# ---- block 1 ----
### Routed metal per tile, block 1

(8 px per um) 10 x 10 tiles, from black (low) to pale yellow (high), scaled to the fullest tile. Values are wire area over tile area, all layers added.
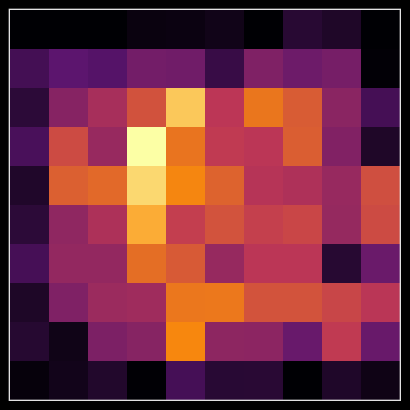

===== src/rtl/siso_frame_ctrl_pkg.sv =====
// Shared types and default sizing for the serial frame controller.
// Holds the FSM state encoding used by the controller.
package siso_frame_pkg;

    localparam int DEF_DATA_W = 8;
    localparam int DEF_DIV_W  = 4;

    typedef enum logic [1:0] {
        IDLE  = 2'd0,
        SHIFT = 2'd1,
        DONE  = 2'd2
    } state_t;

endpackage


===== src/rtl/siso_frame_ctrl_if.sv =====
// Producer-side handshake and serial output bundle for siso_frame_ctrl.
// master = word producer / serial observer, slave = controller.
interface siso_frame_ctrl_if #(
    parameter int DATA_W = siso_frame_pkg::DEF_DATA_W,
    parameter int DIV_W  = siso_frame_pkg::DEF_DIV_W
);
    logic              in_valid;
    logic              in_ready;
    logic [DATA_W-1:0] in_data;
    logic [DIV_W-1:0]  bit_div;
    logic              sout;
    logic              sout_en;
    logic              busy;
    logic              done;

    modport master (
        output in_valid, in_data, bit_div,
        input  in_ready, sout, sout_en, busy, done
    );

    modport slave (
        input  in_valid, in_data, bit_div,
        output in_ready, sout, sout_en, busy, done
    );
endinterface


===== src/rtl/siso_frame_ctrl_shift_reg.sv =====
// Parallel-load, MSB-first shift register (zero fill).
// Latency: load/shift visible on msb the cycle after. Backpressure: none, load wins over shift.
module siso_shift_reg #(
    parameter int DATA_W = siso_frame_pkg::DEF_DATA_W
) (
    input  logic              clk,
    input  logic              rst,
    input  logic              load,
    input  logic              shift,
    input  logic [DATA_W-1:0] din,
    output logic              msb
);
    logic [DATA_W-1:0] shreg;

    always_ff @(posedge clk or negedge rst) begin
        if (!rst) begin
            shreg <= '0;
        end else if (load) begin
            shreg <= din;
        end else if (shift) begin
            shreg <= {shreg[DATA_W-2:0], 1'b0};
        end
    end

    assign msb = shreg[DATA_W-1];
endmodule


===== src/rtl/siso_frame_ctrl.sv =====
// Serialises accepted parallel words MSB-first, each bit held bit_div+1 cycles.
// Latency: first bit the cycle after accept; DATA_W*(bit_div+1) shift cycles + 1 DONE cycle.
// Backpressure: in_ready only in IDLE, decoded from state (no in_valid->in_ready path).
module siso_frame_ctrl
    import siso_frame_pkg::*;
#(
    parameter int DATA_W = DEF_DATA_W,
    parameter int DIV_W  = DEF_DIV_W
) (
    input  logic               clk,
    input  logic               rst,
    siso_frame_ctrl_if.slave   io
);
    localparam int CNT_W = $clog2(DATA_W);
    localparam logic [CNT_W-1:0] LAST_BIT = CNT_W'(DATA_W - 1);

    state_t             state, state_nxt;
    logic [CNT_W-1:0]   bit_cnt;
    logic [DIV_W-1:0]   div_cnt;
    logic [DIV_W-1:0]   period;
    logic               accept;
    logic               bit_end;
    logic               shift_en;
    logic               msb;

    logic               in_ready_c;
    logic               sout_c;
    logic               sout_en_c;
    logic               busy_c;
    logic               done_c;

    assign bit_end  = (div_cnt == period);
    assign accept   = (state == IDLE) && io.in_valid;
    assign shift_en = (state == SHIFT) && bit_end;

    always_ff @(posedge clk or negedge rst) begin
        if (!rst) begin
            state <= IDLE;
        end else begin
            state <= state_nxt;
        end
    end

    always_comb begin
        state_nxt  = state;
        in_ready_c = 1'b0;
        sout_c     = 1'b0;
        sout_en_c  = 1'b0;
        busy_c     = 1'b0;
        done_c     = 1'b0;
        case (state)
            IDLE: begin
                in_ready_c = 1'b1;
                if (io.in_valid) begin
                    state_nxt = SHIFT;
                end
            end
            SHIFT: begin
                busy_c    = 1'b1;
                sout_en_c = 1'b1;
                sout_c    = msb;
                if (bit_end && (bit_cnt == LAST_BIT)) begin
                    state_nxt = DONE;
                end
            end
            DONE: begin
                busy_c    = 1'b1;
                done_c    = 1'b1;
                state_nxt = IDLE;
            end
            default: begin
                state_nxt = IDLE;
            end
        endcase
    end

    // period is latched at accept so bit_div may change freely mid-frame
    always_ff @(posedge clk or negedge rst) begin
        if (!rst) begin
            bit_cnt <= '0;
            div_cnt <= '0;
            period  <= '0;
        end else if (accept) begin
            bit_cnt <= '0;
            div_cnt <= '0;
            period  <= io.bit_div;
        end else if (state == SHIFT) begin
            if (bit_end) begin
                div_cnt <= '0;
                bit_cnt <= bit_cnt + 1'b1;
            end else begin
                div_cnt <= div_cnt + 1'b1;
            end
        end
    end

    siso_shift_reg #(
        .DATA_W (DATA_W)
    ) u_shift_reg (
        .clk   (clk),
        .rst   (rst),
        .load  (accept),
        .shift (shift_en),
        .din   (io.in_data),
        .msb   (msb)
    );

    assign io.in_ready = in_ready_c;
    assign io.sout     = sout_c;
    assign io.sout_en  = sout_en_c;
    assign io.busy     = busy_c;
    assign io.done     = done_c;
endmodule


===== src/flat_wrapper.sv =====
// flat-port wrapper written by rule: the top's interface ports become plain ports
module siso_frame_ctrl_flat import siso_frame_pkg::*;
#(
    parameter int DATA_W = DEF_DATA_W,
    parameter int DIV_W  = DEF_DIV_W
)
  (clk, rst, io_in_valid, io_in_data, io_bit_div, io_in_ready, io_sout, io_sout_en, io_busy, io_done);
  siso_frame_ctrl_if #(.DATA_W(DATA_W), .DIV_W(DIV_W)) io_i ();
  input  logic clk;
  input  logic rst;
  input wire logic [$bits(io_i.in_valid)-1:0] io_in_valid;
  input wire logic [$bits(io_i.in_data)-1:0] io_in_data;
  input wire logic [$bits(io_i.bit_div)-1:0] io_bit_div;
  output wire logic [$bits(io_i.in_ready)-1:0] io_in_ready;
  output wire logic [$bits(io_i.sout)-1:0] io_sout;
  output wire logic [$bits(io_i.sout_en)-1:0] io_sout_en;
  output wire logic [$bits(io_i.busy)-1:0] io_busy;
  output wire logic [$bits(io_i.done)-1:0] io_done;
  assign io_i.in_valid = io_in_valid;
  assign io_i.in_data = io_in_data;
  assign io_i.bit_div = io_bit_div;
  assign io_in_ready = io_i.in_ready;
  assign io_sout = io_i.sout;
  assign io_sout_en = io_i.sout_en;
  assign io_busy = io_i.busy;
  assign io_done = io_i.done;
  siso_frame_ctrl #(.DATA_W(DATA_W), .DIV_W(DIV_W)) u_core (.clk(clk), .rst(rst), .io(io_i));
endmodule

===== config.mk =====
export PLATFORM = sky130hd
export DESIGN_NAME = siso_frame_ctrl_flat
export DESIGN_NICKNAME = d
export VERILOG_FILES = /design/src/rtl/siso_frame_ctrl_pkg.sv /design/src/rtl/siso_frame_ctrl_if.sv /design/src/rtl/siso_frame_ctrl_shift_reg.sv /design/src/rtl/siso_frame_ctrl.sv /design/src/flat_wrapper.sv
export SDC_FILE = /design/constraint.sdc
export NUM_CORES = 1
export LEC_CHECK = 0
export CORE_UTILIZATION = 51
export DETAILED_ROUTE_END_ITERATION = 8
export PLACE_DENSITY = 0.8
export SYNTH_ARGS = -nofsm -noshare
export SYNTH_HDL_FRONTEND = slang
export SYNTH_SLANG_ARGS = --single-unit

===== constraint.sdc =====
create_clock -name clk -period 2.4 [get_ports clk]
set_clock_uncertainty 0.15 [all_clocks]
set_input_delay 0.36 -clock clk [delete_from_list [all_inputs] [get_ports clk]]
set_output_delay 0.36 -clock clk [all_outputs]
set_load 0.05 [all_outputs]

# ---- block 2 ----
File: src/rtl/wb_mux3_arbiter.sv
// Round-robin arbiter that shares one 3:1 selection datapath between three requesters.
// The chosen word is registered and presented to the consumer with a valid/ready handshake.
module wb_mux3_arbiter #(
    parameter int NBits = 32
) (
    input  logic             clk,
    input  logic             reset,
    input  logic [2:0]       Req,
    input  logic [NBits-1:0] Data0,
    input  logic [NBits-1:0] Data1,
    input  logic [NBits-1:0] Data2,
    input  logic             Out_Ready,
    output logic [2:0]       Grant,
    output logic [1:0]       Selector,
    output logic [NBits-1:0] Out_Data,
    output logic             Out_Valid
);

    typedef enum logic {IDLE, HOLD} state_t;

    state_t           state_q, state_d;
    logic [1:0]       last_q, last_d;
    logic [2:0]       grant_q, grant_d;
    logic [1:0]       sel_q, sel_d;
    logic [NBits-1:0] data_q, data_d;
    logic             valid_q, valid_d;

    logic [2:0]       elig;
    logic [1:0]       last_eff;
    logic [1:0]       first_idx, second_idx, third_idx;
    logic [1:0]       winner;
    logic             have_winner;
    logic             capture;
    logic [NBits-1:0] data_in [3];

    function automatic logic [1:0] next_idx(input logic [1:0] i);
        return (i == 2'd2) ? 2'd0 : i + 2'd1;
    endfunction

    assign data_in[0] = Data0;
    assign data_in[1] = Data1;
    assign data_in[2] = Data2;

    // A requester whose grant is still showing cannot win again this edge.
    assign elig       = Req & ~grant_q;
    assign last_eff   = (last_q == 2'b11) ? 2'd2 : last_q;
    assign first_idx  = next_idx(last_eff);
    assign second_idx = next_idx(first_idx);
    assign third_idx  = next_idx(second_idx);
    assign capture    = (state_q == IDLE) || Out_Ready;

    always_comb begin
        have_winner = 1'b1;
        winner      = 2'd0;
        if (elig[first_idx]) begin
            winner = first_idx;
        end else if (elig[second_idx]) begin
            winner = second_idx;
        end else if (elig[third_idx]) begin
            winner = third_idx;
        end else begin
            have_winner = 1'b0;
        end
    end

    always_comb begin
        state_d = state_q;
        last_d  = last_q;
        grant_d = 3'b000;
        sel_d   = sel_q;
        data_d  = data_q;
        valid_d = valid_q;
        if (capture) begin
            if (have_winner) begin
                state_d = HOLD;
                last_d  = winner;
                grant_d = 3'b001 << winner;
                sel_d   = winner;
                data_d  = data_in[winner];
                valid_d = 1'b1;
            end else begin
                state_d = IDLE;
                valid_d = 1'b0;
            end
        end
    end

    always_ff @(posedge clk or negedge reset) begin
        if (!reset) begin
            state_q <= IDLE;
            last_q  <= 2'b10;
            grant_q <= 3'b000;
            sel_q   <= 2'b00;
            data_q  <= '0;
            valid_q <= 1'b0;
        end else begin
            state_q <= state_d;
            last_q  <= last_d;
            grant_q <= grant_d;
            sel_q   <= sel_d;
            data_q  <= data_d;
            valid_q <= valid_d;
        end
    end

    assign Grant     = grant_q;
    assign Selector  = sel_q;
    assign Out_Data  = data_q;
    assign Out_Valid = valid_q;

endmodule

File: config.mk
export PLATFORM = sky130hd
export DESIGN_NAME = wb_mux3_arbiter
export DESIGN_NICKNAME = d
export VERILOG_FILES = /design/src/rtl/wb_mux3_arbiter.sv
export SDC_FILE = /design/constraint.sdc
export NUM_CORES = 1
export LEC_CHECK = 0
export CAP_MARGIN = 20
export CORE_ASPECT_RATIO = 0.8
export CORE_UTILIZATION = 35
export CTS_BUF_LIST = sky130_fd_sc_hd__clkbuf_16
export DETAILED_ROUTE_END_ITERATION = 10
export GPL_ROUTABILITY_DRIVEN = 0
export HOLD_SLACK_MARGIN = 0.05
export PLACE_DENSITY = 0.84
export SYNTH_ARGS = -nofsm -noshare
export SYNTH_HDL_FRONTEND = slang
export SYNTH_SLANG_ARGS = --single-unit
File: constraint.sdc
create_clock -name clk -period 2.6 [get_ports clk]
set_input_delay 0.65 -clock clk [delete_from_list [all_inputs] [get_ports clk]]
set_output_delay 0.65 -clock clk [all_outputs]
set_load 0.02 [all_outputs]

==> gallery <==
Sequential cells colored by netlist name.
picture 1
(8 px per um)
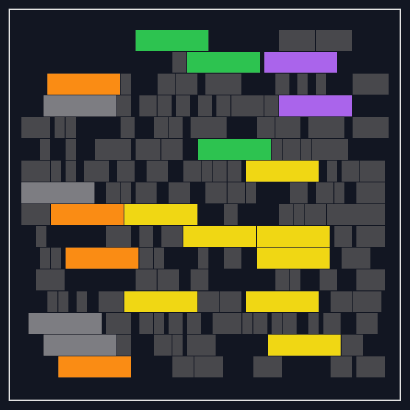
picture 2
(4 px per um)
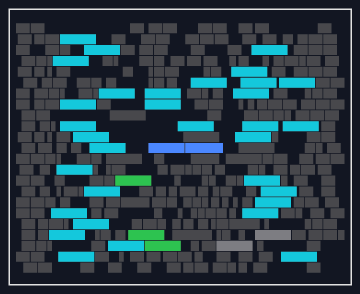
Block 1 is picture 1.
Block 2 is picture 2.
Of these, most sequential cells: picture 2
Of these, most cells: picture 2

### The clock network, block 1

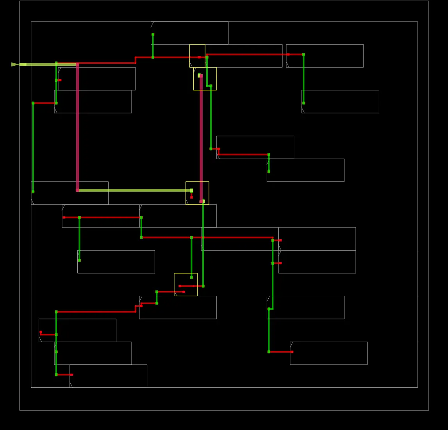
number of sequential cells in the layout: 21
TritonCTS sink count: 21

### Signal wires on met3, block 1

(10 px per um)
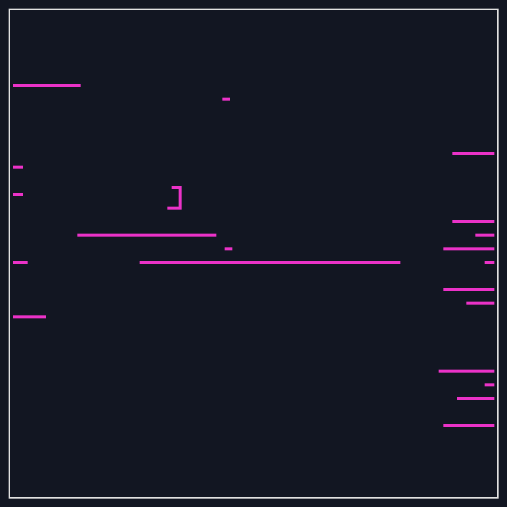
The layer holds 4.1% of the routed length. The layer carries 92.2 um of wire.

## Picture notes: 'Routed metal per tile' of block 1
The densest ninth of the die: center. The mean over all tiles is 0.15. 30% of the tiles are over half the peak. The fullest tile reaches 0.42. 9.0% of the tiles are nearly empty.

==> out/writeup.txt, block 1 <==
The layout cell share with drive strength beyond 1 is 7.75%, and the required arrival time at the worst endpoint is 1.89 ns. The top-area cell type share of the netlist area works out to 47.2%. The flow ran to the end, and the final reports show no timing, DRC or antenna violations.

For this run, the post-layout net count is 165. The switching share of power works out to 41.3%. The run gives 544 sq um for the total area of multi-input combinational cells. The critical path runs through a total of 3 cells. The worst setup path is captured at an output pin. Setup violations remaining at the end of the flow were counted as 0. The routing layer with the top usage in global route was met2.

The first detailed-routing pass ran for 4 iterations. The run gives 68.6% as the final core utilization. Leaving out fill and tap cells, the most frequent cells in the layout are sky130_fd_sc_hd__nand2_1 (25), sky130_fd_sc_hd__dfrtp_1 (21), sky130_fd_sc_hd__clkdlybuf4s50_1 (14). Launching point of the worst reg2reg path: u_core.div_cnt[0]. The detailed router reports a met3 wire length of 92 um. With the transition time at the pin with the least slew margin at 0.635 ns, the clock-pin transition on the worst setup and hold timing paths is 0.11 ns. The number of warning messages in the yosys log was 0; the wire length on met2 was 1.14 mm.

The main area contributors are sky130_fd_sc_hd__dfrtp_1 (47%), sky130_fd_sc_hd__nand2_1 (8.4%), sky130_fd_sc_hd__ha_1 (7.9%). In the final layout, flip-flops and latches occupy 526 sq um. The capturing element of the worst setup path is io_in_ready. With fillers left out, the area of the finished cells amounts to 1370 sq um.

The final weighted congestion recorded by global placement is 0.840. With the number of synthesized register bits at 21, the count of fill cells added during filler insertion is 169. For the total internal power, the log shows 0.000887 W.
## block 1: what timing repair did
| item | CTS | global route |
|---|---|---|
| hold endpoints to repair | 0 | 0 |
| endpoints found under the setup margin | 1 | 2 |
| pin swaps | 0 | 0 |
| setup buffers | 0 | 0 |
| resized | 1 | 2 |
| gates cloned | 0 | 0 |
## block 1: registers in the layout, summed over array words and instances, names as in the netlist
register and count:
u_core.div_cnt 4, u_core.state 2, u_core.bit_cnt 3, u_core.period 4, u_core.u_shift_reg.shreg 8
### Cells by drive strength, block 2

(6 px per um)
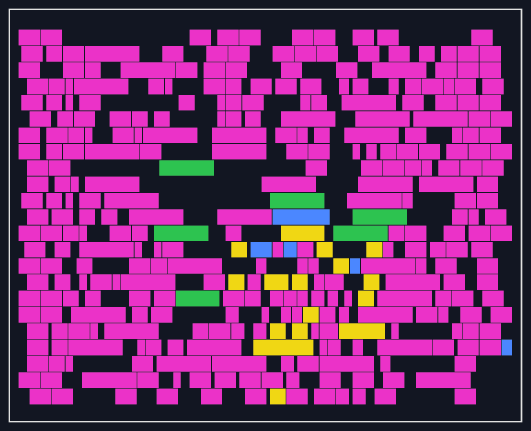
Key: x2 = blue [cells 5]; x3 and x4 = yellow [cells 16]; x6 and larger = green [cells 6]; x1 and smaller = magenta [cells 306]

==> out/writeup.txt, block 2 <==
With the final clock period utilization by the worst path at 90.4%, the hold-fix buffer count after cts is 0. For the switching power, the log shows 0.00104 W. Per the synth log, the flip-flop and latch total comes to 39. The count of buffer and inverter cells on the critical path is 1, and the worst-case headroom to the max-slew limit is 41.7%.

With the remaining global-route overflow at 0, the number of maximum-capacitance violations is 0. The flow ran to the end, and the final reports show no timing, DRC or antenna violations. For the clock-net power, the log shows 0.000565 W. Sequential cells consume a total of 0.000952 W. Multi-input gates account for 25.5% of the area. The routed length per placed instance came out at 16.2 um.

The worst setup path is captured at a flop. Detailed routing inserted a total of 2,088 vias. The worst setup path is launched from an input pin.

Non-clock buffer area fraction after layout: 41.3%. For reference, the top cells by area after synthesis are sky130_fd_sc_hd__dfrtp_1 (49%), sky130_fd_sc_hd__a22oi_1 (19%), sky130_fd_sc_hd__mux2i_1 (7.2%). The clock network is responsible for 19.3% of the overall power. Per the final layout report, the fraction of cells sized above drive strength 1 comes to 8.11%. Clock tree synthesis found a total of 39 sinks.

The run gives 679 um as the total length of routed met3 wires. The commonest cells after synthesis are sky130_fd_sc_hd__a22oi_1 (48), sky130_fd_sc_hd__dfrtp_1 (38), sky130_fd_sc_hd__nand2_1 (18). The buffer_ports step reported a buffer count of 139. The cell family contributing the most delay on the critical path is simple AND/OR/NAND/NOR gates. The largest combinational cell category by area was AND-OR/OR-AND gates.

The highest metal layer with signal wires was met4. In this run the register-to-register setup slack is 0.66 ns. The biggest slice of the area belongs to buffers. In the final layout, excluding clock buffers the buffer count is 152.

The endpoint identified for the worst register-to-register timing path is Out_Data[15]. The register with the most flip-flops in the layout has 32 of them. In the final layout, the clock buffer count is 5. The signal on the critical path passes through clkdlybuf4s50_1 > or3b_4 > a32oi_4 > o21ai_1 > or4_1 > a32oi_1.
## block 2: stage by stage
step	total power [W]	util [%]	instances	hold slack, ns	TNS (ns)
after floorplan	0.00161	-	185	0.354	0
after global placement	0.00233	67.6	387	0.485	0
after detailed placement	0.00236	67.6	387	0.488	-0.0167
after CTS	0.00294	70.3	395	0.506	0
after global routing	0.00309	70.3	395	0.524	0
final	0.00292	70.3	395	0.496	0
## block 2: cell families after synthesis
group           count (synthesis)
compound gates                 78
buf+inv                        14
flops                          39
mux                            14
simple gates                   40

No activity file was given, so power comes from the tool's default toggle rates.
